######## mem_read_unit ########
**mem_read_unit: PDN straps and rails**

Scale bar: 20 um. Pins as bars on the die edge. Tap cells in grey.
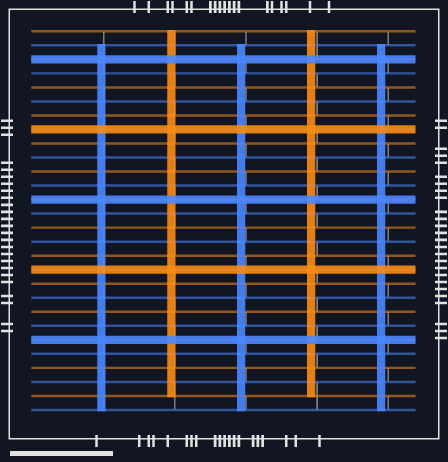

### config.mk
export PLATFORM = sky130hd
export DESIGN_NAME = mem_read_unit
export DESIGN_NICKNAME = d
export VERILOG_FILES = /design/src/rtl/mem_read_pkg.sv /design/src/rtl/mem_read_timeout_ctr.sv /design/src/rtl/mem_read_unit.sv
export SDC_FILE = /design/constraint.sdc
export NUM_CORES = 1
export LEC_CHECK = 0
export CAP_MARGIN = 15
export CORE_MARGIN = 4
export CORE_UTILIZATION = 35
export CTS_CLUSTER_SIZE = 8
export DETAILED_ROUTE_END_ITERATION = 10
export GPL_ROUTABILITY_DRIVEN = 0
export GPL_TIMING_DRIVEN = 0
export PLACE_DENSITY = 0.83
export SLEW_MARGIN = 20
export SYNTH_ARGS = -nofsm -noshare
export SYNTH_HDL_FRONTEND = slang
export SYNTH_HIERARCHICAL = 1
export SYNTH_SLANG_ARGS = --single-unit
export TNS_END_PERCENT = 30
### constraint.sdc
create_clock -name clk -period 1 [get_ports clk]
set_input_delay 0.25 -clock clk [delete_from_list [all_inputs] [get_ports clk]]
set_output_delay 0.25 -clock clk [all_outputs]
set_load 0.02 [all_outputs]
### src/rtl/mem_read_pkg.sv
// mem_read_pkg: shared definitions for the memory read unit.
//   state_e     : FSM state encoding (IDLE=00, REQ=01, DONE=10)
//   DEF_*       : default data/address widths and timeout depth
//   Q_RESET     : reset value of the captured data register
//   ctr_width() : width of the timeout counter for a given TIMEOUT
package mem_read_pkg;

    localparam int unsigned DEF_DATA_W  = 32;
    localparam int unsigned DEF_ADDR_W  = 9;
    localparam int unsigned DEF_TIMEOUT = 16;

    typedef enum logic [1:0] {
        IDLE = 2'b00,
        REQ  = 2'b01,
        DONE = 2'b10
    } state_e;

    localparam logic [31:0] Q_RESET = 32'h0000_0000;

    function automatic int unsigned ctr_width(input int unsigned timeout);
        return $clog2(timeout) + 1;
    endfunction

endpackage

### src/rtl/mem_read_timeout_ctr.sv
// mem_read_timeout_ctr: saturating wait-cycle counter for the read unit.
//   clk    : system clock
//   clr    : synchronous active-high reset
//   clear  : restart counting from zero
//   enable : count one cycle (ignored while clear is high)
//   expire : high while the count equals TIMEOUT-1
module mem_read_timeout_ctr
    import mem_read_pkg::*;
#(
    parameter int unsigned TIMEOUT = DEF_TIMEOUT
) (
    input  logic clk,
    input  logic clr,
    input  logic clear,
    input  logic enable,
    output logic expire
);

    localparam int unsigned CW = ctr_width(TIMEOUT);

    logic [CW-1:0] count;

    always_ff @(posedge clk) begin
        if (clr || clear) begin
            count <= '0;
        end else if (enable && (count != '1)) begin
            // Saturate at all-ones instead of wrapping back to zero.
            count <= count + 1'b1;
        end
    end

    assign expire = (count == CW'(TIMEOUT - 1));

endmodule

### src/rtl/mem_read_unit.sv
// mem_read_unit: handshaken memory reader. A start in IDLE latches addr,
// raises mem_rd until mem_ack, captures mem_data into Q, then pulses done.
//   clk      : system clock
//   clr      : synchronous active-high reset
//   start    : read request (sampled in IDLE only)
//   addr     : read address (sampled with start)
//   mem_addr : address presented to RAM
//   mem_rd   : read strobe to RAM (high in REQ)
//   mem_ack  : RAM acknowledge, mem_data valid in the same cycle
//   mem_data : read data from RAM
//   Q        : captured data register
//   busy     : high whenever the FSM is not IDLE
//   done     : one-cycle completion pulse (DONE state)
//   err      : timeout flag
// Optional: define MEM_READ_TIMEOUT_EN to abandon a read after TIMEOUT
// REQ cycles without acknowledge; otherwise REQ waits forever, err=0.
module mem_read_unit
    import mem_read_pkg::*;
#(
    parameter int unsigned DATA_W  = DEF_DATA_W,
    parameter int unsigned ADDR_W  = DEF_ADDR_W,
    parameter int unsigned TIMEOUT = DEF_TIMEOUT
) (
    input  logic              clk,
    input  logic              clr,
    input  logic              start,
    input  logic [ADDR_W-1:0] addr,
    output logic [ADDR_W-1:0] mem_addr,
    output logic              mem_rd,
    input  logic              mem_ack,
    input  logic [DATA_W-1:0] mem_data,
    output logic [DATA_W-1:0] Q,
    output logic              busy,
    output logic              done,
    output logic              err
);

    localparam logic [1:0] ST_IDLE = IDLE;
    localparam logic [1:0] ST_REQ  = REQ;
    localparam logic [1:0] ST_DONE = DONE;

    if (TIMEOUT < 2) begin : g_bad_timeout
        $error("mem_read_unit: TIMEOUT must be >= 2");
    end

    logic [1:0] state;
    logic [1:0] state_next;
    logic       accept;
    logic       capture;
    logic       timeout_hit;

    assign accept  = (state == ST_IDLE) && start;
    assign capture = (state == ST_REQ) && mem_ack;

`ifdef MEM_READ_TIMEOUT_EN
    logic expire;
    logic err_q;

    mem_read_timeout_ctr #(
        .TIMEOUT (TIMEOUT)
    ) u_timeout_ctr (
        .clk    (clk),
        .clr    (clr),
        .clear  (accept),
        .enable ((state == ST_REQ) && !mem_ack),
        .expire (expire)
    );

    // An acknowledge in the expiring cycle takes priority over the timeout.
    assign timeout_hit = (state == ST_REQ) && !mem_ack && expire;

    always_ff @(posedge clk) begin
        if (clr || accept) begin
            err_q <= 1'b0;
        end else if (timeout_hit) begin
            err_q <= 1'b1;
        end
    end

    assign err = err_q;
`else
    assign timeout_hit = 1'b0;
    assign err         = 1'b0;
`endif

    always_comb begin
        state_next = state;
        case (state)
            ST_IDLE: if (start) state_next = ST_REQ;
            ST_REQ:  if (mem_ack || timeout_hit) state_next = ST_DONE;
            ST_DONE: state_next = ST_IDLE;
            default: state_next = ST_IDLE;
        endcase
    end

    always_ff @(posedge clk) begin
        if (clr) begin
            state    <= ST_IDLE;
            mem_addr <= '0;
            Q        <= DATA_W'(Q_RESET);
        end else begin
            state <= state_next;
            if (accept) begin
                mem_addr <= addr;
            end
            if (capture) begin
                Q <= mem_data;
            end
        end
    end

    // Strobes decode from state alone, so mem_ack never reaches an output
    // combinationally.
    assign mem_rd = (state == ST_REQ);
    assign busy   = (state != ST_IDLE);
    assign done   = (state == ST_DONE);

endmodule

######## maxpool_stream ########
**src/rtl/maxpool_stream.sv**
```systemverilog
// Streaming max-pool: folds each run of WIN accepted beats into one beat of per-lane maxima plus the winning beat index.
// Latency: result registered 1 cycle after the last beat of a window is accepted; back-to-back windows give one result per WIN beats.
// Backpressure: in_ready = !out_valid || out_ready, so the whole input side stalls while an unread result is held.
//
// Ports:
//   clk, rst_n          clock, asynchronous active-low reset
//   clear               synchronous abort of the partial window (held result untouched)
//   in_valid/in_ready   input handshake, in_data = LANES packed DATA_W samples
//   out_valid/out_ready output handshake, out_data = per-lane maxima, out_idx = per-lane beat index of the max
module maxpool_stream #(
   parameter int DATA_W = 8,
   parameter int LANES  = 4,
   parameter int WIN    = 4,
   parameter int SIGNED = 1,
   localparam int IDX_W = $clog2(WIN)
) (
   input  logic                    clk,
   input  logic                    rst_n,
   input  logic                    clear,
   input  logic                    in_valid,
   output logic                    in_ready,
   input  logic [LANES*DATA_W-1:0] in_data,
   output logic                    out_valid,
   input  logic                    out_ready,
   output logic [LANES*DATA_W-1:0] out_data,
   output logic [LANES*IDX_W-1:0]  out_idx
);

   // cnt is the beat position inside the current window (0 = idle / next beat opens a window)
   logic [IDX_W-1:0]              cnt;
   logic [LANES-1:0][DATA_W-1:0]  acc;
   logic [LANES-1:0][DATA_W-1:0]  nxt_acc;
   logic [LANES-1:0][IDX_W-1:0]   idx;
   logic [LANES-1:0][IDX_W-1:0]   nxt_idx;
   logic                          accept;
   logic                          last;

   // Strict greater-than so that ties keep the earlier beat index.
   function automatic logic gt(input logic [DATA_W-1:0] a, input logic [DATA_W-1:0] b);
      if (SIGNED != 0)
         return $signed(a) > $signed(b);
      else
         return a > b;
   endfunction

   assign in_ready = !out_valid || out_ready;
   assign accept   = in_valid && in_ready;
   assign last     = (cnt == IDX_W'(WIN - 1));

   // Running max including the beat being offered this cycle; the final beat's
   // compare feeds the output register directly, so no extra cycle is spent.
   always_comb begin
      nxt_acc = acc;
      nxt_idx = idx;
      for (int i = 0; i < LANES; i++) begin
         if (cnt == '0) begin
            nxt_acc[i] = in_data[i*DATA_W +: DATA_W];
            nxt_idx[i] = '0;
         end else if (gt(in_data[i*DATA_W +: DATA_W], acc[i])) begin
            nxt_acc[i] = in_data[i*DATA_W +: DATA_W];
            nxt_idx[i] = cnt;
         end
      end
   end

   always_ff @(posedge clk or negedge rst_n) begin
      if (!rst_n) begin
         cnt <= '0;
         acc <= '0;
         idx <= '0;
      end else if (clear) begin
         // A beat accepted alongside clear is dropped; acc is simply reloaded by the next beat 0.
         cnt <= '0;
      end else if (accept) begin
         acc <= nxt_acc;
         idx <= nxt_idx;
         cnt <= last ? '0 : cnt + 1'b1;
      end
   end

   // Loading a new result takes priority over the drain, which removes the
   // bubble between consecutive windows.
   always_ff @(posedge clk or negedge rst_n) begin
      if (!rst_n) begin
         out_valid <= 1'b0;
         out_data  <= '0;
         out_idx   <= '0;
      end else if (accept && last && !clear) begin
         out_valid <= 1'b1;
         out_data  <= nxt_acc;
         out_idx   <= nxt_idx;
      end else if (out_ready) begin
         out_valid <= 1'b0;
      end
   end

endmodule

```
**config.mk**
```make
export PLATFORM = sky130hd
export DESIGN_NAME = maxpool_stream
export DESIGN_NICKNAME = d
export VERILOG_FILES = /design/src/rtl/maxpool_stream.sv
export SDC_FILE = /design/constraint.sdc
export NUM_CORES = 1
export LEC_CHECK = 0
export CELL_PAD_IN_SITES_DETAIL_PLACEMENT = 1
export CELL_PAD_IN_SITES_GLOBAL_PLACEMENT = 2
export CORE_ASPECT_RATIO = 0.9
export CORE_UTILIZATION = 34
export DETAILED_ROUTE_END_ITERATION = 8
export HOLD_SLACK_MARGIN = 0.1
export PLACE_DENSITY_LB_ADDON = 0.3
export SYNTH_ARGS = -nofsm -noshare
export SYNTH_HDL_FRONTEND = slang
export SYNTH_SLANG_ARGS = --single-unit
export TNS_END_PERCENT = 10
```
**constraint.sdc**
```tcl
create_clock -name clk -period 2.9 [get_ports clk]
set_clock_uncertainty 0.05 [all_clocks]
set_input_delay 0.725 -clock clk [delete_from_list [all_inputs] [get_ports clk]]
set_output_delay 0.725 -clock clk [all_outputs]
set_load 0.05 [all_outputs]
```
**maxpool_stream: clock network drawn from the DEF**

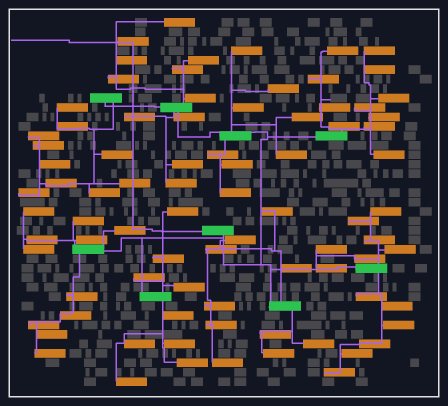
- cells driving clock nets: green (count 9)
- flip-flops: orange (count 83)
- clock wires: purple (length 1,180 um)
- flops lie: spread over the die
- routed clock nets: 10

==> impl_table.tex, maxpool_stream <==
% Yosys + OpenROAD metrics
\begin{tabular}{lr}
\hline
Metric & Value \\
\hline
\multicolumn{2}{l}{\textbf{Logic synthesis}} \\
Share of synthesized area occupied by flip-flops and latches & between 40\% and 50\% \\
Flip-flops with a built-in enable & 0 \\
Flip-flop and latch count after synthesis & 83 \\
Mapped Cells & around 440 \\
Synth cell count leaders & 83 x sky130\_fd\_sc\_hd\_\_dfrtp\_1, 63 x sky130\_fd\_sc\_hd\_\_nand2\_1, 42 x sky130\_fd\_sc\_hd\_\_o21ai\_0 \\
Async set or reset register ratio after synthesis & 100\% \\
\multicolumn{2}{l}{\textbf{STA}} \\
Final hold vios & 0 \\
Final Cycle Share & a little over nine tenths \\
Worst setup margin & $\sim$0.13 ns \\
\multicolumn{2}{l}{\textbf{Clock network}} \\
Post-cts sizing count & 0 \\
Total setup buffers inserted after CTS & 0 \\
Number of buffers inserted during clock tree synthesis & 9 \\
\multicolumn{2}{l}{\textbf{Route}} \\
Total routed wire length on the met1 layer & approximately 5500 um \\
Top routing layer in use & met4 \\
Met3 routed wirelength & between 400 and 500 um \\
Met2 wire length & about 5300 um \\
\multicolumn{2}{l}{\textbf{Place}} \\
Placed Cells incl. Taps & 704 \\
\multicolumn{2}{l}{\textbf{Die}} \\
Num tapcells & 164 \\
\multicolumn{2}{l}{\textbf{Status}} \\
Run status & completed \\
\multicolumn{2}{l}{\textbf{Layout}} \\
Final Instance Count excl. Fillers & 720 \\
Dominant kind of cell by area & combinational gates \\
Sequential share of cell area & between 30\% and 40\% \\
Number of clock buffers in the layout & 12 \\
\multicolumn{2}{l}{\textbf{Pwr}} \\
Power dissipated by switching net loads & approximately 1.4 mW \\
\multicolumn{2}{l}{\textbf{Setup path}} \\
Number of cells on the worst reg-to-reg path & 8 \\
Sort of element at the end of the critical path & register \\
Critical path data required time & roughly 3.1 ns \\
\multicolumn{2}{l}{\textbf{Global route}} \\
GRT overflow & 0 \\
\hline
\end{tabular}
==> maxpool_stream: flip-flops by register name (all words and copies together) (netlist names) <==
name       cells
out_data      32
cnt            2
idx            8
out_valid      1
acc           32
out_idx        8
==> maxpool_stream: critical path: cells and delay by family <==
family / cells / cell delay (ns)
AOI/OAI and AO/OA: 4 / 1.00
adders and majority gates: 1 / 0.33
buffers and inverters: 1 / 0.46
muxes: 1 / 0.31
and+or+nand+nor: 1 / 0.11
**mem_read_unit: cell outlines without signal wires**

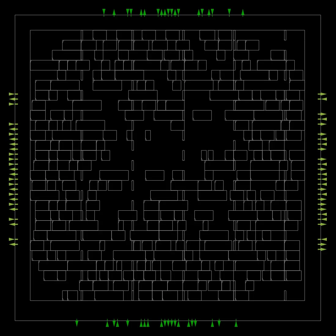
Final Instance Count excl. Fillers: 360
num tapcells: 72
number of filler instances in the final layout: 493
count of standard-cell rows: 27
placeable core region: 0.00547 mm2

**mem_read_unit: cell classes on the final placement**

Scale bar: 20 um.
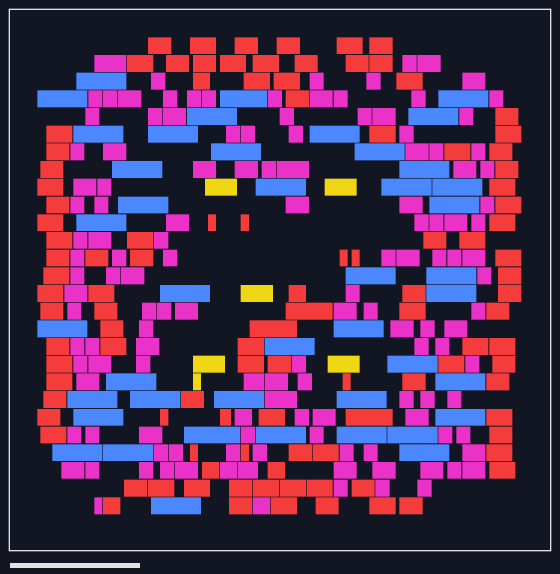
- clock drivers and dummy loads: yellow (cells 6; share of their area 2.4%)
- other buffers and delay cells: red (cells 106; share of their area 35%)
- flip-flops: blue (cells 43; share of their area 30%)
- all other logic: magenta (cells 133; share of their area 33%)
final cell utilization of the core: 57.9%
sequential share of cell area: 28.9%
Post-Layout Inst Area: 0.00317 mm2

Notes on 'PDN straps and rails' of mem_read_unit above:
- VDD: orange
- VSS: blue
- rows: 27
- met4 straps: 5
- signal pins: 90
- met5 straps: 5
- tap cells: 72
worst vdd rail ir drop: 0.570 mV
die extent in x: 83.0 um
y dimension of the die: 83.0 um

==> impl_table.tex, mem_read_unit <==
% Yosys + OpenROAD metrics
\begin{tabular}{lr}
\hline
Metric & Value \\
\hline
\multicolumn{2}{l}{\textbf{Place}} \\
Dpl hpwl & about 3400 um \\
\multicolumn{2}{l}{\textbf{Route}} \\
Via-to-Cell Ratio & roughly 4.4 \\
Total iterations of the first detailed-routing run & 2 \\
DRC & 0 \\
\multicolumn{2}{l}{\textbf{Layout}} \\
Logic share of the area & roughly a third \\
Portion of the layout cell area used by clock cells & between 2 and 2.5\% \\
Most common logic cell in the routed design & sky130\_fd\_sc\_hd\_\_nand2b\_1 \\
\multicolumn{2}{l}{\textbf{Setup path}} \\
Highest net fanout along the worst path & 10 \\
\multicolumn{2}{l}{\textbf{Clock network}} \\
Clock tree buffer depth & 2 \\
Total clock sinks & around 43 \\
\multicolumn{2}{l}{\textbf{Pwr}} \\
Power in sequential cells & about 1.9 mW \\
Total Power Consumption & roughly 3.7 mW \\
Leakage component of the power & 1.24 nW \\
Power dissipated by switching net loads & 0.912 mW \\
\multicolumn{2}{l}{\textbf{STA}} \\
Max-slew violations & 0 \\
Endpoints failing setup & 47 \\
Worst setup margin & -0.267 ns \\
Setup Total Neg Slack & -8.84 ns \\
RSZ-0062 raised after global routing & yes \\
\multicolumn{2}{l}{\textbf{Status}} \\
Run status & finished with violations \\
Violated checks & setup timing \\
\multicolumn{2}{l}{\textbf{Die}} \\
Area enclosed by the die boundary & 0.00689 mm2 \\
\multicolumn{2}{l}{\textbf{Global route}} \\
Wire length of the first global-routing pass & 7920 um \\
Met1 usage & between 10\% and 20\% \\
GRT overflow & 0 \\
\multicolumn{2}{l}{\textbf{Logic synthesis}} \\
Mapped Cells & $\sim$190 \\
\hline
\end{tabular}
## mem_read_unit: flip-flops by register name, summed over array words and instances, names as in the netlist
register,cells
mem_addr,9
state,2
Q,32
## mem_read_unit: worst paths after layout
check / from / to / cells past startpoint / slack, ns
worst max-delay path: state[1] / Q[5] / 5 / -0.27
worst min-delay path: clr / state[1] / 2 / 0.33
worst max register to register: state[1] / Q[5] / 5 / -0.27
worst min register to register: mem_addr[5] / mem_addr[5] / 2 / 0.48

######## adder_nbit_seq ########
**adder_nbit_seq: signal wires by layer**

Scale bar: 20 um. Two of the layers only.
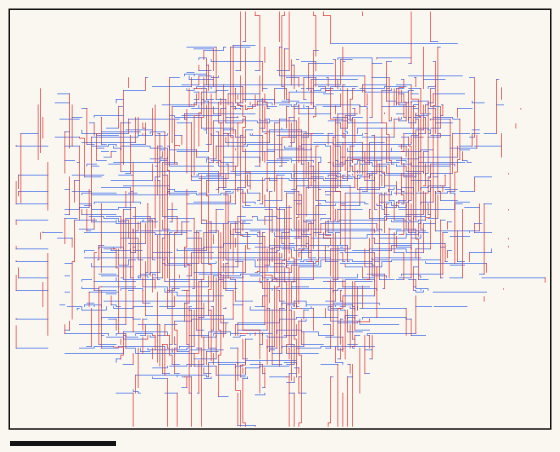

[src/rtl/adder_nbit_seq.sv]
// adder_nbit_seq: multi-cycle adder/subtractor, CHUNK bits per clock with a carry register
// Ports: clk, rst (sync, active-high); start, a, b, carry_in, sub, is_signed in;
//        busy, done (one-cycle pulse), sum, carry_out, overflow out (registered, held).
module adder_nbit_seq #(
    parameter int WIDTH = 16,
    parameter int CHUNK = 4
) (
    input  logic             clk,
    input  logic             rst,
    input  logic             start,
    input  logic [WIDTH-1:0] a,
    input  logic [WIDTH-1:0] b,
    input  logic             carry_in,
    input  logic             sub,
    input  logic             is_signed,
    output logic             busy,
    output logic             done,
    output logic [WIDTH-1:0] sum,
    output logic             carry_out,
    output logic             overflow
);
    localparam int NUM_CHUNKS = WIDTH / CHUNK;
    localparam int IW = (NUM_CHUNKS > 1) ? $clog2(NUM_CHUNKS) : 1;
    localparam logic [IW-1:0] LAST = IW'(NUM_CHUNKS - 1);

    if (CHUNK < 1 || WIDTH % CHUNK != 0) begin : g_bad_cfg
        $error("adder_nbit_seq: WIDTH must be a positive multiple of CHUNK");
    end

    typedef enum logic [1:0] {IDLE, RUN, DONE} state_t;

    state_t           state_q, state_d;
    logic [IW-1:0]    idx_q, idx_d;
    logic [WIDTH-1:0] a_q, a_d, b_q, b_d, part_q, part_d, sum_q, sum_d;
    logic             c_q, c_d, sub_q, sub_d, sgn_q, sgn_d;
    logic             cout_q, cout_d, ovf_q, ovf_d;
    logic [CHUNK-1:0] a_c, b_c;
    logic [CHUNK:0]   ch;
    logic             cmsb, last;
    int               base;

    always_comb begin
        base    = int'(idx_q) * CHUNK;
        a_c     = a_q[base +: CHUNK];
        b_c     = b_q[base +: CHUNK];
        ch      = {1'b0, a_c} + {1'b0, b_c} + (CHUNK+1)'(c_q);
        // carry into the top bit of the chunk, recovered from its sum bit
        cmsb    = a_c[CHUNK-1] ^ b_c[CHUNK-1] ^ ch[CHUNK-1];
        last    = idx_q == LAST;
        state_d = state_q;
        idx_d   = idx_q;
        a_d     = a_q;
        b_d     = b_q;
        c_d     = c_q;
        sub_d   = sub_q;
        sgn_d   = sgn_q;
        part_d  = part_q;
        sum_d   = sum_q;
        cout_d  = cout_q;
        ovf_d   = ovf_q;
        if (state_q == IDLE && start) begin
            // subtract is folded into operand B and the carry so RUN only adds
            state_d = RUN;
            idx_d   = '0;
            a_d     = a;
            b_d     = sub ? ~b : b;
            c_d     = carry_in ^ sub;
            sub_d   = sub;
            sgn_d   = is_signed;
        end else if (state_q == RUN) begin
            part_d[base +: CHUNK] = ch[CHUNK-1:0];
            c_d   = ch[CHUNK];
            idx_d = last ? '0 : idx_q + IW'(1);
            if (last) begin
                state_d = DONE;
                sum_d   = part_d;
                cout_d  = ch[CHUNK];
                ovf_d   = sgn_q ? cmsb ^ ch[CHUNK] : ch[CHUNK] ^ sub_q;
            end
        end else if (state_q != IDLE) begin
            state_d = IDLE;
        end
    end

    always_ff @(posedge clk) begin
        if (rst) begin
            state_q <= IDLE;
            idx_q   <= '0;
            a_q     <= '0;
            b_q     <= '0;
            c_q     <= 1'b0;
            sub_q   <= 1'b0;
            sgn_q   <= 1'b0;
            part_q  <= '0;
            sum_q   <= '0;
            cout_q  <= 1'b0;
            ovf_q   <= 1'b0;
        end else begin
            state_q <= state_d;
            idx_q   <= idx_d;
            a_q     <= a_d;
            b_q     <= b_d;
            c_q     <= c_d;
            sub_q   <= sub_d;
            sgn_q   <= sgn_d;
            part_q  <= part_d;
            sum_q   <= sum_d;
            cout_q  <= cout_d;
            ovf_q   <= ovf_d;
        end
    end

    assign busy      = state_q != IDLE;
    assign done      = state_q == DONE;
    assign sum       = sum_q;
    assign carry_out = cout_q;
    assign overflow  = ovf_q;
endmodule

[config.mk]
export PLATFORM = sky130hd
export DESIGN_NAME = adder_nbit_seq
export DESIGN_NICKNAME = d
export VERILOG_FILES = /design/src/rtl/adder_nbit_seq.sv
export SDC_FILE = /design/constraint.sdc
export NUM_CORES = 1
export LEC_CHECK = 0
export CORE_ASPECT_RATIO = 0.75
export CORE_MARGIN = 5
export CORE_UTILIZATION = 53
export DETAILED_ROUTE_END_ITERATION = 8
export PLACE_DENSITY = 0.88
export RECOVER_POWER = 100
export SLEW_MARGIN = 20
export SYNTH_ARGS = -nofsm -noshare
export SYNTH_HDL_FRONTEND = slang
export SYNTH_SLANG_ARGS = --single-unit
[constraint.sdc]
create_clock -name clk -period 3.9 [get_ports clk]
set_input_delay 0.975 -clock clk [delete_from_list [all_inputs] [get_ports clk]]
set_output_delay 0.975 -clock clk [all_outputs]
set_load 0.03 [all_outputs]
######## layer3_pingpong_ctrl ########
**src/rtl/layer3_pingpong_ctrl.sv**
```systemverilog
// -----------------------------------------------------------------------------
// layer3_pingpong_ctrl
//
// Controller for the layer-3 ping-pong output buffer (two banks of DEPTH
// 16-bit words). Tracks which banks hold a complete frame, accepts save
// requests from layer 3 while the target bank is empty, and streams each
// full bank out to layer 4 one word per cycle. The buffer storage itself
// lives outside this block; only bank selects and addresses are driven here.
//
// Ports:
//   clk          rising-edge clock
//   rst          synchronous active-high reset
//   save         producer request to write one full frame into wr_bank
//   save_ready   wr_bank is empty; save is taken only when save && save_ready
//   wr_bank      bank the next accepted save writes
//   rd_en        buffer read strobe for (rd_bank, rd_addr)
//   rd_bank      bank currently being read
//   rd_addr      word address within rd_bank
//   layer4_ready consumer can take a word next cycle (low = stall)
//   layer4_en    buffer dout valid for layer 4 (rd_en delayed one cycle)
//   layer4_addr  index of the word on dout (rd_addr delayed one cycle)
//   frame_done   one-cycle pulse when a bank is fully consumed and released
//   overflow     (only with LAYER3_CTRL_OVERFLOW_EN) sticky flag, set after
//                any cycle with save=1 and save_ready=0, cleared by rst
//
// Optional feature macro: LAYER3_CTRL_OVERFLOW_EN
//
// Handshakes:
//   Producer: a save is a transfer exactly in the cycle where save and
//   save_ready are both high; save_ready is a function of registers only and
//   never looks at save. Consumer: rd_en is issued only while layer4_ready is
//   high, and the matching word appears on layer4_en/layer4_addr one cycle
//   later, reflecting the one-cycle buffer read latency.
// -----------------------------------------------------------------------------
module layer3_pingpong_ctrl #(
    parameter int DEPTH  = 120,
    parameter int ADDR_W = 7
) (
    input  logic              clk,
    input  logic              rst,
    input  logic              save,
    output logic              save_ready,
    output logic              wr_bank,
    output logic              rd_en,
    output logic              rd_bank,
    output logic [ADDR_W-1:0] rd_addr,
    input  logic              layer4_ready,
    output logic              layer4_en,
    output logic [ADDR_W-1:0] layer4_addr,
    output logic              frame_done
`ifdef LAYER3_CTRL_OVERFLOW_EN
    ,
    output logic              overflow
`endif
);

    typedef enum logic [1:0] {
        IDLE  = 2'd0,
        READ  = 2'd1,
        DRAIN = 2'd2
    } state_t;

    localparam logic [ADDR_W-1:0] LAST_ADDR = ADDR_W'(DEPTH - 1);

    state_t            state, state_nxt;
    logic [1:0]        bank_full, bank_full_nxt;
    logic              wr_bank_nxt, rd_bank_nxt;
    logic [ADDR_W-1:0] cnt, cnt_nxt;
    logic              save_acc;

    assign save_ready = ~bank_full[wr_bank];
    assign save_acc   = save & save_ready;
    assign rd_addr    = cnt;

    // Producer and reader updates share one next-state block so that a save
    // into one bank and the release of the other bank in the same cycle both
    // land in bank_full_nxt. A save and a release can never hit the same bank
    // in one cycle: that bank is still marked full during DRAIN, so
    // save_ready is low.
    always_comb begin
        state_nxt     = state;
        bank_full_nxt = bank_full;
        wr_bank_nxt   = wr_bank;
        rd_bank_nxt   = rd_bank;
        cnt_nxt       = cnt;
        rd_en         = 1'b0;
        frame_done    = 1'b0;

        if (save_acc) begin
            bank_full_nxt[wr_bank] = 1'b1;
            wr_bank_nxt            = ~wr_bank;
        end

        case (state)
            IDLE: begin
                if (bank_full[rd_bank]) begin
                    state_nxt = READ;
                    cnt_nxt   = '0;
                end
            end
            READ: begin
                rd_en = layer4_ready;
                if (layer4_ready) begin
                    // The last address is held rather than wrapped, so cnt
                    // stays within 0..DEPTH-1.
                    if (cnt == LAST_ADDR) begin
                        state_nxt = DRAIN;
                    end else begin
                        cnt_nxt = cnt + 1'b1;
                    end
                end
            end
            DRAIN: begin
                // The last word's layer4_en is on the bus this cycle.
                frame_done             = 1'b1;
                bank_full_nxt[rd_bank] = 1'b0;
                rd_bank_nxt            = ~rd_bank;
                state_nxt              = IDLE;
            end
            default: begin
                state_nxt = IDLE;
            end
        endcase
    end

    always_ff @(posedge clk) begin
        if (rst) begin
            state       <= IDLE;
            bank_full   <= 2'b00;
            wr_bank     <= 1'b0;
            rd_bank     <= 1'b0;
            cnt         <= '0;
            layer4_en   <= 1'b0;
            layer4_addr <= '0;
        end else begin
            state     <= state_nxt;
            bank_full <= bank_full_nxt;
            wr_bank   <= wr_bank_nxt;
            rd_bank   <= rd_bank_nxt;
            cnt       <= cnt_nxt;
            layer4_en <= rd_en;
            if (rd_en) begin
                layer4_addr <= rd_addr;
            end
        end
    end

`ifdef LAYER3_CTRL_OVERFLOW_EN
    always_ff @(posedge clk) begin
        if (rst) begin
            overflow <= 1'b0;
        end else if (save && !save_ready) begin
            overflow <= 1'b1;
        end
    end
`endif

endmodule

```
**config.mk**
```make
export PLATFORM = sky130hd
export DESIGN_NAME = layer3_pingpong_ctrl
export DESIGN_NICKNAME = d
export VERILOG_FILES = /design/src/rtl/layer3_pingpong_ctrl.sv
export SDC_FILE = /design/constraint.sdc
export NUM_CORES = 1
export LEC_CHECK = 0
export CORE_UTILIZATION = 47
export DETAILED_ROUTE_END_ITERATION = 8
export PLACE_DENSITY = 0.77
export SYNTH_ARGS = -nofsm -noshare
export SYNTH_HDL_FRONTEND = slang
export SYNTH_SLANG_ARGS = --single-unit
```
**constraint.sdc**
```tcl
create_clock -name clk -period 1.37 [get_ports clk]
set_input_delay 0.2055 -clock clk [delete_from_list [all_inputs] [get_ports clk]]
set_output_delay 0.2055 -clock clk [all_outputs]
set_load 0.005 [all_outputs]
```
######## avr_decode_stage ########
===== src/rtl/avr_decode_stage.sv =====
// Registered valid/ready decode stage for the AVR-subset core.
// Define DECODE_TWO_WORD_EN to decode LDS/STS and enable the second-word state.
`ifndef OPCODE_COUNT
`define OPCODE_COUNT      12
`define TYPE_NOP          0
`define TYPE_ADD          1
`define TYPE_ADC          2
`define TYPE_SUB          3
`define TYPE_AND          4
`define TYPE_OR           5
`define TYPE_MOV          6
`define TYPE_NEG          7
`define TYPE_LDI          8
`define TYPE_LDS          9
`define TYPE_STS          10
`define TYPE_UNKNOWN      11
`define GROUP_COUNT       4
`define GROUP_ALU         0
`define GROUP_ALU_ONE_OP  1
`define GROUP_ALU_TWO_OP  2
`define GROUP_TWO_WORD    3
`endif

module avr_decode_stage #(
  parameter int INSTR_WIDTH  = 16,
  parameter int R_ADDR_WIDTH = 5,
  parameter int IMM_WIDTH    = 16
) (
  input  logic                      clk,
  input  logic                      reset,
  input  logic                      flush,
  input  logic [INSTR_WIDTH-1:0]    in_word,
  input  logic                      in_valid,
  output logic                      in_ready,
  output logic                      out_valid,
  input  logic                      out_ready,
  output logic [`OPCODE_COUNT-1:0]  opcode_type,
  output logic [`GROUP_COUNT-1:0]   opcode_group,
  output logic [R_ADDR_WIDTH-1:0]   opcode_rd,
  output logic [R_ADDR_WIDTH-1:0]   opcode_rr,
  output logic [IMM_WIDTH-1:0]      opcode_imm
);

  typedef enum logic {S_WORD1, S_WORD2} state_t;

  state_t                     state_reg, state_next;
  logic                       out_valid_reg, out_valid_next;
  logic [`OPCODE_COUNT-1:0]   type_reg, type_next;
  logic [R_ADDR_WIDTH-1:0]    rd_reg, rd_next;
  logic [R_ADDR_WIDTH-1:0]    rr_reg, rr_next;
  logic [IMM_WIDTH-1:0]       imm_reg, imm_next;

  logic [15:0]                w;
  logic [`OPCODE_COUNT-1:0]   dec_type;
  logic [R_ADDR_WIDTH-1:0]    dec_rd, dec_rr;
  logic [IMM_WIDTH-1:0]       dec_imm;
  logic                       accept, consume;

`ifdef DECODE_TWO_WORD_EN
  logic                       dec_two_word;
  logic [`OPCODE_COUNT-1:0]   held_type_reg, held_type_next;
  logic [R_ADDR_WIDTH-1:0]    held_rd_reg, held_rd_next;
  logic [R_ADDR_WIDTH-1:0]    held_rr_reg, held_rr_next;
`endif

  assign w        = in_word[15:0];
  assign in_ready = (!out_valid_reg || out_ready) && !flush;
  assign accept   = in_valid && in_ready;
  assign consume  = out_valid_reg && out_ready;

  always_comb begin
    dec_type = '0;
    dec_rd   = '0;
    dec_rr   = '0;
    dec_imm  = '0;
`ifdef DECODE_TWO_WORD_EN
    dec_two_word = 1'b0;
`endif
    casez (w)
      16'b0000_0000_0000_0000: dec_type[`TYPE_NOP] = 1'b1;
      16'b0000_11??_????_????,
      16'b0001_11??_????_????,
      16'b0001_10??_????_????,
      16'b0010_00??_????_????,
      16'b0010_10??_????_????,
      16'b0010_11??_????_????: begin
        dec_rd = R_ADDR_WIDTH'(w[8:4]);
        dec_rr = R_ADDR_WIDTH'({w[9], w[3:0]});
        case (w[13:10])
          4'b0011: dec_type[`TYPE_ADD] = 1'b1;
          4'b0111: dec_type[`TYPE_ADC] = 1'b1;
          4'b0110: dec_type[`TYPE_SUB] = 1'b1;
          4'b1000: dec_type[`TYPE_AND] = 1'b1;
          4'b1010: dec_type[`TYPE_OR]  = 1'b1;
          default: dec_type[`TYPE_MOV] = 1'b1;
        endcase
      end
      16'b1001_010?_????_0001: begin
        dec_type[`TYPE_NEG] = 1'b1;
        dec_rd = R_ADDR_WIDTH'(w[8:4]);
      end
      16'b1110_????_????_????: begin
        // LDI only reaches the upper half of the register file
        dec_type[`TYPE_LDI] = 1'b1;
        dec_rd  = R_ADDR_WIDTH'({1'b1, w[7:4]});
        dec_imm = IMM_WIDTH'({w[11:8], w[3:0]});
      end
`ifdef DECODE_TWO_WORD_EN
      16'b1001_000?_????_0000: begin
        dec_type[`TYPE_LDS] = 1'b1;
        dec_rd = R_ADDR_WIDTH'(w[8:4]);
        dec_two_word = 1'b1;
      end
      16'b1001_001?_????_0000: begin
        dec_type[`TYPE_STS] = 1'b1;
        dec_rr = R_ADDR_WIDTH'(w[8:4]);
        dec_two_word = 1'b1;
      end
`endif
      default: dec_type[`TYPE_UNKNOWN] = 1'b1;
    endcase
  end

  always_comb begin
    state_next = state_reg;
    if (flush) begin
      state_next = S_WORD1;
    end else if (accept) begin
`ifdef DECODE_TWO_WORD_EN
      if (state_reg == S_WORD1 && dec_two_word)
        state_next = S_WORD2;
      else
        state_next = S_WORD1;
`else
      state_next = S_WORD1;
`endif
    end
  end

  always_comb begin
    out_valid_next = out_valid_reg;
    type_next      = type_reg;
    rd_next        = rd_reg;
    rr_next        = rr_reg;
    imm_next       = imm_reg;
`ifdef DECODE_TWO_WORD_EN
    held_type_next = held_type_reg;
    held_rd_next   = held_rd_reg;
    held_rr_next   = held_rr_reg;
`endif
    if (flush) begin
      out_valid_next = 1'b0;
    end else begin
      if (consume)
        out_valid_next = 1'b0;
      if (accept) begin
`ifdef DECODE_TWO_WORD_EN
        // In S_WORD2 the word is the address, whatever it looks like
        if (state_reg == S_WORD2) begin
          out_valid_next = 1'b1;
          type_next      = held_type_reg;
          rd_next        = held_rd_reg;
          rr_next        = held_rr_reg;
          imm_next       = IMM_WIDTH'(in_word);
        end else if (dec_two_word) begin
          held_type_next = dec_type;
          held_rd_next   = dec_rd;
          held_rr_next   = dec_rr;
        end else
`endif
        begin
          out_valid_next = 1'b1;
          type_next      = dec_type;
          rd_next        = dec_rd;
          rr_next        = dec_rr;
          imm_next       = dec_imm;
        end
      end
    end
  end

  always_ff @(posedge clk) begin
    if (reset) begin
      state_reg     <= S_WORD1;
      out_valid_reg <= 1'b0;
      type_reg      <= `OPCODE_COUNT'(1) << `TYPE_NOP;
      rd_reg        <= '0;
      rr_reg        <= '0;
      imm_reg       <= '0;
`ifdef DECODE_TWO_WORD_EN
      held_type_reg <= '0;
      held_rd_reg   <= '0;
      held_rr_reg   <= '0;
`endif
    end else begin
      state_reg     <= state_next;
      out_valid_reg <= out_valid_next;
      type_reg      <= type_next;
      rd_reg        <= rd_next;
      rr_reg        <= rr_next;
      imm_reg       <= imm_next;
`ifdef DECODE_TWO_WORD_EN
      held_type_reg <= held_type_next;
      held_rd_reg   <= held_rd_next;
      held_rr_reg   <= held_rr_next;
`endif
    end
  end

  always_comb begin
    opcode_group = '0;
    opcode_group[`GROUP_ALU_ONE_OP] = type_reg[`TYPE_NEG];
    opcode_group[`GROUP_ALU_TWO_OP] = type_reg[`TYPE_ADD] | type_reg[`TYPE_ADC] |
                                      type_reg[`TYPE_SUB] | type_reg[`TYPE_AND] |
                                      type_reg[`TYPE_OR];
    opcode_group[`GROUP_ALU] = opcode_group[`GROUP_ALU_ONE_OP] |
                               opcode_group[`GROUP_ALU_TWO_OP];
`ifdef DECODE_TWO_WORD_EN
    opcode_group[`GROUP_TWO_WORD] = type_reg[`TYPE_LDS] | type_reg[`TYPE_STS];
`endif
  end

  assign out_valid   = out_valid_reg;
  assign opcode_type = type_reg;
  assign opcode_rd   = rd_reg;
  assign opcode_rr   = rr_reg;
  assign opcode_imm  = imm_reg;

endmodule


===== config.mk =====
export PLATFORM = sky130hd
export DESIGN_NAME = avr_decode_stage
export DESIGN_NICKNAME = d
export VERILOG_FILES = /design/src/rtl/avr_decode_stage.sv
export SDC_FILE = /design/constraint.sdc
export NUM_CORES = 1
export LEC_CHECK = 0
export CAP_MARGIN = 20
export CORE_UTILIZATION = 41
export DETAILED_ROUTE_END_ITERATION = 8
export MAX_ROUTING_LAYER = met4
export PLACE_DENSITY = 0.8
export SLEW_MARGIN = 20
export SYNTH_ARGS = -nofsm -noshare
export SYNTH_HDL_FRONTEND = slang
export SYNTH_SLANG_ARGS = --single-unit

===== constraint.sdc =====
create_clock -name clk -period 1.7 [get_ports clk]
set_input_delay 0.34 -clock clk [delete_from_list [all_inputs] [get_ports clk]]
set_output_delay 0.34 -clock clk [all_outputs]
set_load 0.1 [all_outputs]

**adder_nbit_seq: clock network drawn from the DEF**

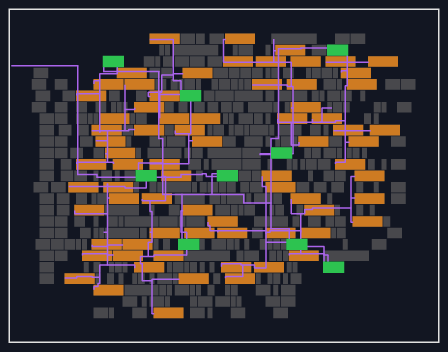
- cells driving clock nets: green (count 9)
- flip-flops: orange (count 73)
- clock wires: purple (length 877 um)
- routed clock nets: 10

About 'signal wires by layer' of adder_nbit_seq:
- met2: red (wire length 3,890 um)
- met1: blue (wire length 3,320 um)
post-DR wirelength/cell: 15.9 um
Global Route Usage Sum: 20.7%
Vias: 2,878

==> impl_table.tex, adder_nbit_seq <==
% Yosys + OpenROAD metrics
\begin{tabular}{lr}
\hline
Metric & Value \\
\hline
\multicolumn{2}{l}{\textbf{Logic synthesis}} \\
Share of synthesized area occupied by flip-flops and latches & 43.5\% \\
Nets at Floorplan & about 420 \\
Number of distinct library cells after synthesis & 39 \\
\multicolumn{2}{l}{\textbf{Setup path}} \\
Critical path class & reg -> reg \\
Cells along the critical path & clkbuf\_1, mux4\_2, ha\_1, and3\_1, or3\_1, a32oi\_1, a211oi\_1 \\
\multicolumn{2}{l}{\textbf{Layout}} \\
Gate Area & 0.00174 mm2 \\
Number of clock buffers in the layout & 11 \\
Final non-clock buffer share & 14.1\% \\
Syn-to-layout area delta & 24.3\% \\
Final cell utilization of the core & between 60\% and 70\% \\
\multicolumn{2}{l}{\textbf{Die}} \\
Num tapcells & between 80 and 90 \\
Floorplan utilization & 53.9\% \\
\multicolumn{2}{l}{\textbf{Status}} \\
Violated checks & capacitance limit, slew limit \\
Run status & finished with violations \\
\multicolumn{2}{l}{\textbf{Worst hold path}} \\
Worst hold path startpoint & a\_q[14] \\
\multicolumn{2}{l}{\textbf{Pwr}} \\
Power drawn by the combinational cells & between 0.2 and 0.3 mW \\
Power dissipated by switching net loads & between 0.4 and 0.5 mW \\
Power share of the sequential group & roughly 44\% \\
\multicolumn{2}{l}{\textbf{Route}} \\
Number of DRC markers after the initial detailed-route iteration & roughly 200 \\
Final routed wirelength across all metal layers & about 8000 um \\
Via-to-Cell Ratio & 5.76 \\
\multicolumn{2}{l}{\textbf{Run}} \\
Max-cap viol count & 1 \\
\multicolumn{2}{l}{\textbf{STA}} \\
Max-slew violations & a little under 50 \\
Worst slew pin tran & roughly 2.1 ns \\
Final Cycle Share & 84.6\% \\
\multicolumn{2}{l}{\textbf{Clock network}} \\
Total setup buffers inserted after CTS & 0 \\
\hline
\end{tabular}
==> adder_nbit_seq: state kept, by name, indices dropped and copies added (netlist names) <==
name / count
idx_q: 2
overflow: 1
part_q: 16
carry_out: 1
a_q: 16
c_q: 1
sgn_q: 1
sum: 16
sub_q: 1
state_q: 2
b_q: 16
==> adder_nbit_seq: through the flow <==
stage                     setup slack (ns)  power (mW)
after global routing                 0.349        1.89
after CTS                            0.892        1.83
after detailed placement             0.901        1.07
after floorplan                       1.13       0.996
final                                0.602        1.83
after global placement                1.03        1.06
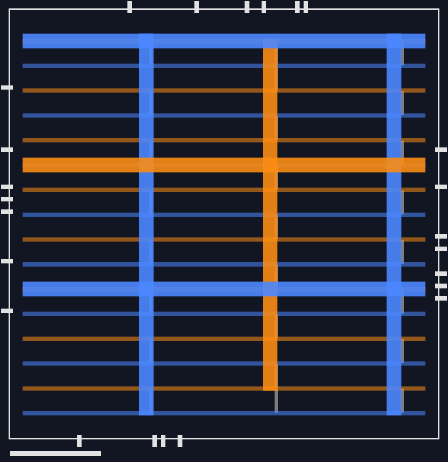
**Above:** layer3_pingpong_ctrl (PDN straps and rails).
Scale bar: 10 um. Pins as bars on the die edge. Tap cells in grey.
- VSS: blue
- VDD: orange
- signal pins: 24
- met4 straps: 3
- rows: 15
placeable core region: 0.00180 mm2
die extent in x: 46.9 um

==> impl_table.tex, layer3_pingpong_ctrl <==
% Yosys + OpenROAD metrics
\begin{tabular}{lr}
\hline
Metric & Value \\
\hline
\multicolumn{2}{l}{\textbf{Status}} \\
Run status & completed \\
\multicolumn{2}{l}{\textbf{STA}} \\
Worst setup margin & 0.0143 ns \\
Worst slew pin tran & approximately 0.3 ns \\
Final Cycle Share & 99.0\% \\
RSZ-0062 raised after global routing & yes \\
\multicolumn{2}{l}{\textbf{Setup path}} \\
Number of cells on the worst reg-to-reg path & 5 \\
Critical path data required time & 1.59 ns \\
Reg-to-Reg End & rd\_addr[4] \\
Combined buffer and inverter count along the critical path & 1 \\
Critical path class & reg -> reg \\
\multicolumn{2}{l}{\textbf{Global route}} \\
GRT overflow & 0 \\
\multicolumn{2}{l}{\textbf{Pwr}} \\
Worst vdd rail ir drop & between 0.8 and 0.9 mV \\
Part of the power in the clock network & between 20\% and 30\% \\
\multicolumn{2}{l}{\textbf{Place}} \\
Port Buffer Count & 23 \\
Dpl hpwl & $\sim$1600 um \\
\multicolumn{2}{l}{\textbf{Logic synthesis}} \\
Flip-flops with a built-in enable & 0 \\
Commonest register cell after synthesis & sky130\_fd\_sc\_hd\_\_dfxtp\_1 \\
Nets at Floorplan & 104 \\
\multicolumn{2}{l}{\textbf{Clock network}} \\
Total setup buffers inserted after CTS & 7 \\
Clock tree buffer depth & 2 \\
Post-cts sizing count & 29 \\
Buffer type at the clock tree root & sky130\_fd\_sc\_hd\_\_clkbuf\_4 \\
\multicolumn{2}{l}{\textbf{Layout}} \\
Antenna Cells & 0 \\
\multicolumn{2}{l}{\textbf{Route}} \\
Vias & 916 \\
\hline
\end{tabular}
## layer3_pingpong_ctrl: logic make-up after synthesis
kind of cell	Yosys count	synth area share, %
adders and majority gates	1	1.32
and+or+nand+nor	34	21.2
AOI/OAI and AO/OA	24	19.0
DFF	21	44.3
xor gates and xnor gates	1	0.924
muxes	8	8.97
buffers and inverters	10	4.22
## layer3_pingpong_ctrl: metal layers
layer	up-vias	track usage [%]	share of wire [%]
met5	-	0	0
li1	449	-	-
met1	430	29.4	42
met3	4	3.46	3.3
met2	33	43.1	53
met4	0	6.86	1.1
**avr_decode_stage: signal wires by layer**

Scale bar: 20 um. Two of the layers only.
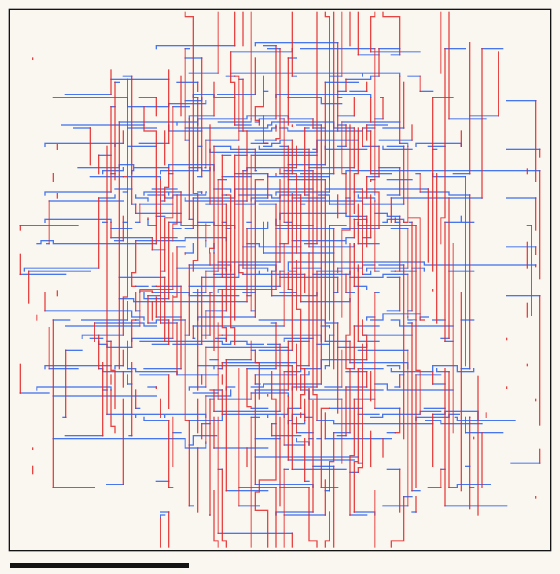
- met2: red (wire length 2,440 um)
- met1: blue (wire length 1,730 um)
Global Route Usage Sum: 26.9%
Vias: 1,508
post-DR wirelength/cell: 15.8 um
final routed wirelength across all metal layers: 4490 um

==> impl_table.tex, avr_decode_stage <==
% Yosys + OpenROAD metrics
\begin{tabular}{lr}
\hline
Metric & Value \\
\hline
\multicolumn{2}{l}{\textbf{Status}} \\
Run status & finished with violations \\
Violated checks & setup timing \\
\multicolumn{2}{l}{\textbf{Setup path}} \\
Combined buffer and inverter count along the critical path & 1 \\
Critical path data required time & 1.36 ns \\
Delay-heaviest family, CP & simple AND/OR/NAND/NOR gates \\
Delay of the slowest critical-path stage & between 0.3 and 0.4 ns \\
Slowest cell on the critical path & sky130\_fd\_sc\_hd\_\_dfxtp\_4 \\
Critical Path Start & opcode\_type[3] \\
\multicolumn{2}{l}{\textbf{STA}} \\
Final hold vios & 0 \\
Endpoints failing setup & 1 \\
Final hold slack & around 0.45 ns \\
Worst setup margin & -0.00294 ns \\
\multicolumn{2}{l}{\textbf{Pwr}} \\
Worst vdd rail ir drop & about 0.45 mV \\
Power share of the sequential group & 45.7\% \\
Top Consumer & registers \\
Switching share of total power & between 30\% and 40\% \\
Total Power Consumption & between 1.5 and 2 mW \\
Power dissipated by switching net loads & 0.527 mW \\
\multicolumn{2}{l}{\textbf{Logic synthesis}} \\
Synth cell count leaders & 30 x sky130\_fd\_sc\_hd\_\_nand2\_1, 29 x sky130\_fd\_sc\_hd\_\_dfxtp\_1, 25 x sky130\_fd\_sc\_hd\_\_a21oi\_1 \\
Commonest register cell after synthesis & sky130\_fd\_sc\_hd\_\_dfxtp\_1 \\
Share of synthesized area occupied by flip-flops and latches & a little over two fifths \\
Library cell with the highest instance count after synthesis & sky130\_fd\_sc\_hd\_\_nand2\_1 \\
Flip-flop and latch count after synthesis & 29 \\
Yosys simple share & a little under a third \\
Flip-flops with a built-in enable & 0 \\
\multicolumn{2}{l}{\textbf{Place}} \\
Dpl hpwl & about 3300 um \\
Placed Cells incl. Taps & $\sim$270 \\
Place WS & -0.404 ns \\
Area of placed instances & around 0.0024 mm2 \\
\multicolumn{2}{l}{\textbf{Layout}} \\
Final Instance Count excl. Fillers & between 200 and 300 \\
Number of filler instances in the final layout & roughly 200 \\
\multicolumn{2}{l}{\textbf{Clock network}} \\
Later-pin clock latency in the skew report & 0.33 ns \\
\multicolumn{2}{l}{\textbf{Route}} \\
Number of DRC markers after the initial detailed-route iteration & roughly 54 \\
\multicolumn{2}{l}{\textbf{Die}} \\
Die extent in x & 60.3 um \\
\hline
\end{tabular}
avr_decode_stage: routing by layer:
layer | vias to the layer above | global-route usage (%) | share of wire [%]
li1 | 717 | - | -
met1 | 713 | 29.8 | 38
met2 | 67 | 47.9 | 54
met3 | 11 | 5.63 | 5.2
met4 | 0 | 8.31 | 2.0
met5 | - | - | 0
avr_decode_stage: timing repair:
item	4_1_cts	5_1_grt
endpoints found under the setup margin	5	7
buffers inserted	2	0
pin swaps	3	0
resized	5	3


## Gallery

Clock network drawn from the DEF.
image #1
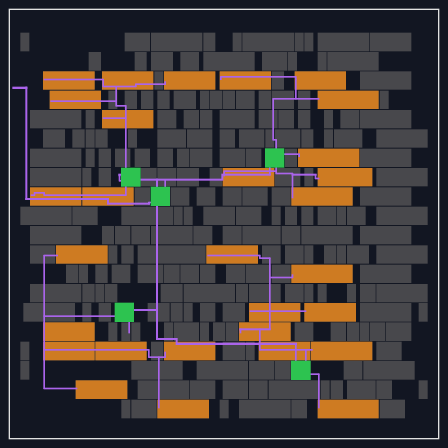
image #2
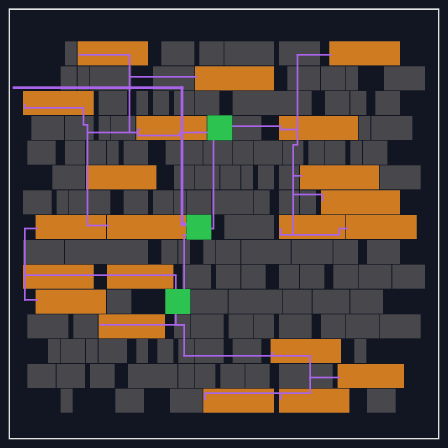
image #3
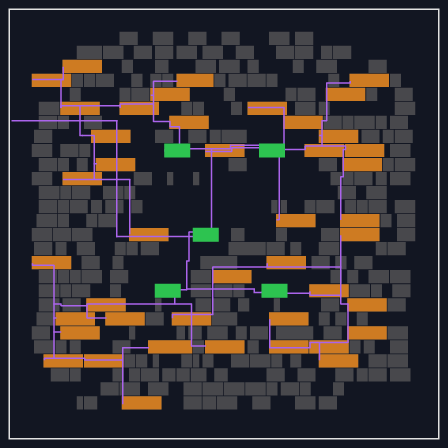
- most sequential cells: image #3
- fewest sequential cells: image #2
For mem_read_unit, see image #3.
For layer3_pingpong_ctrl, see image #2.
For avr_decode_stage, see image #1.

Power and IR drop assume default switching activity.
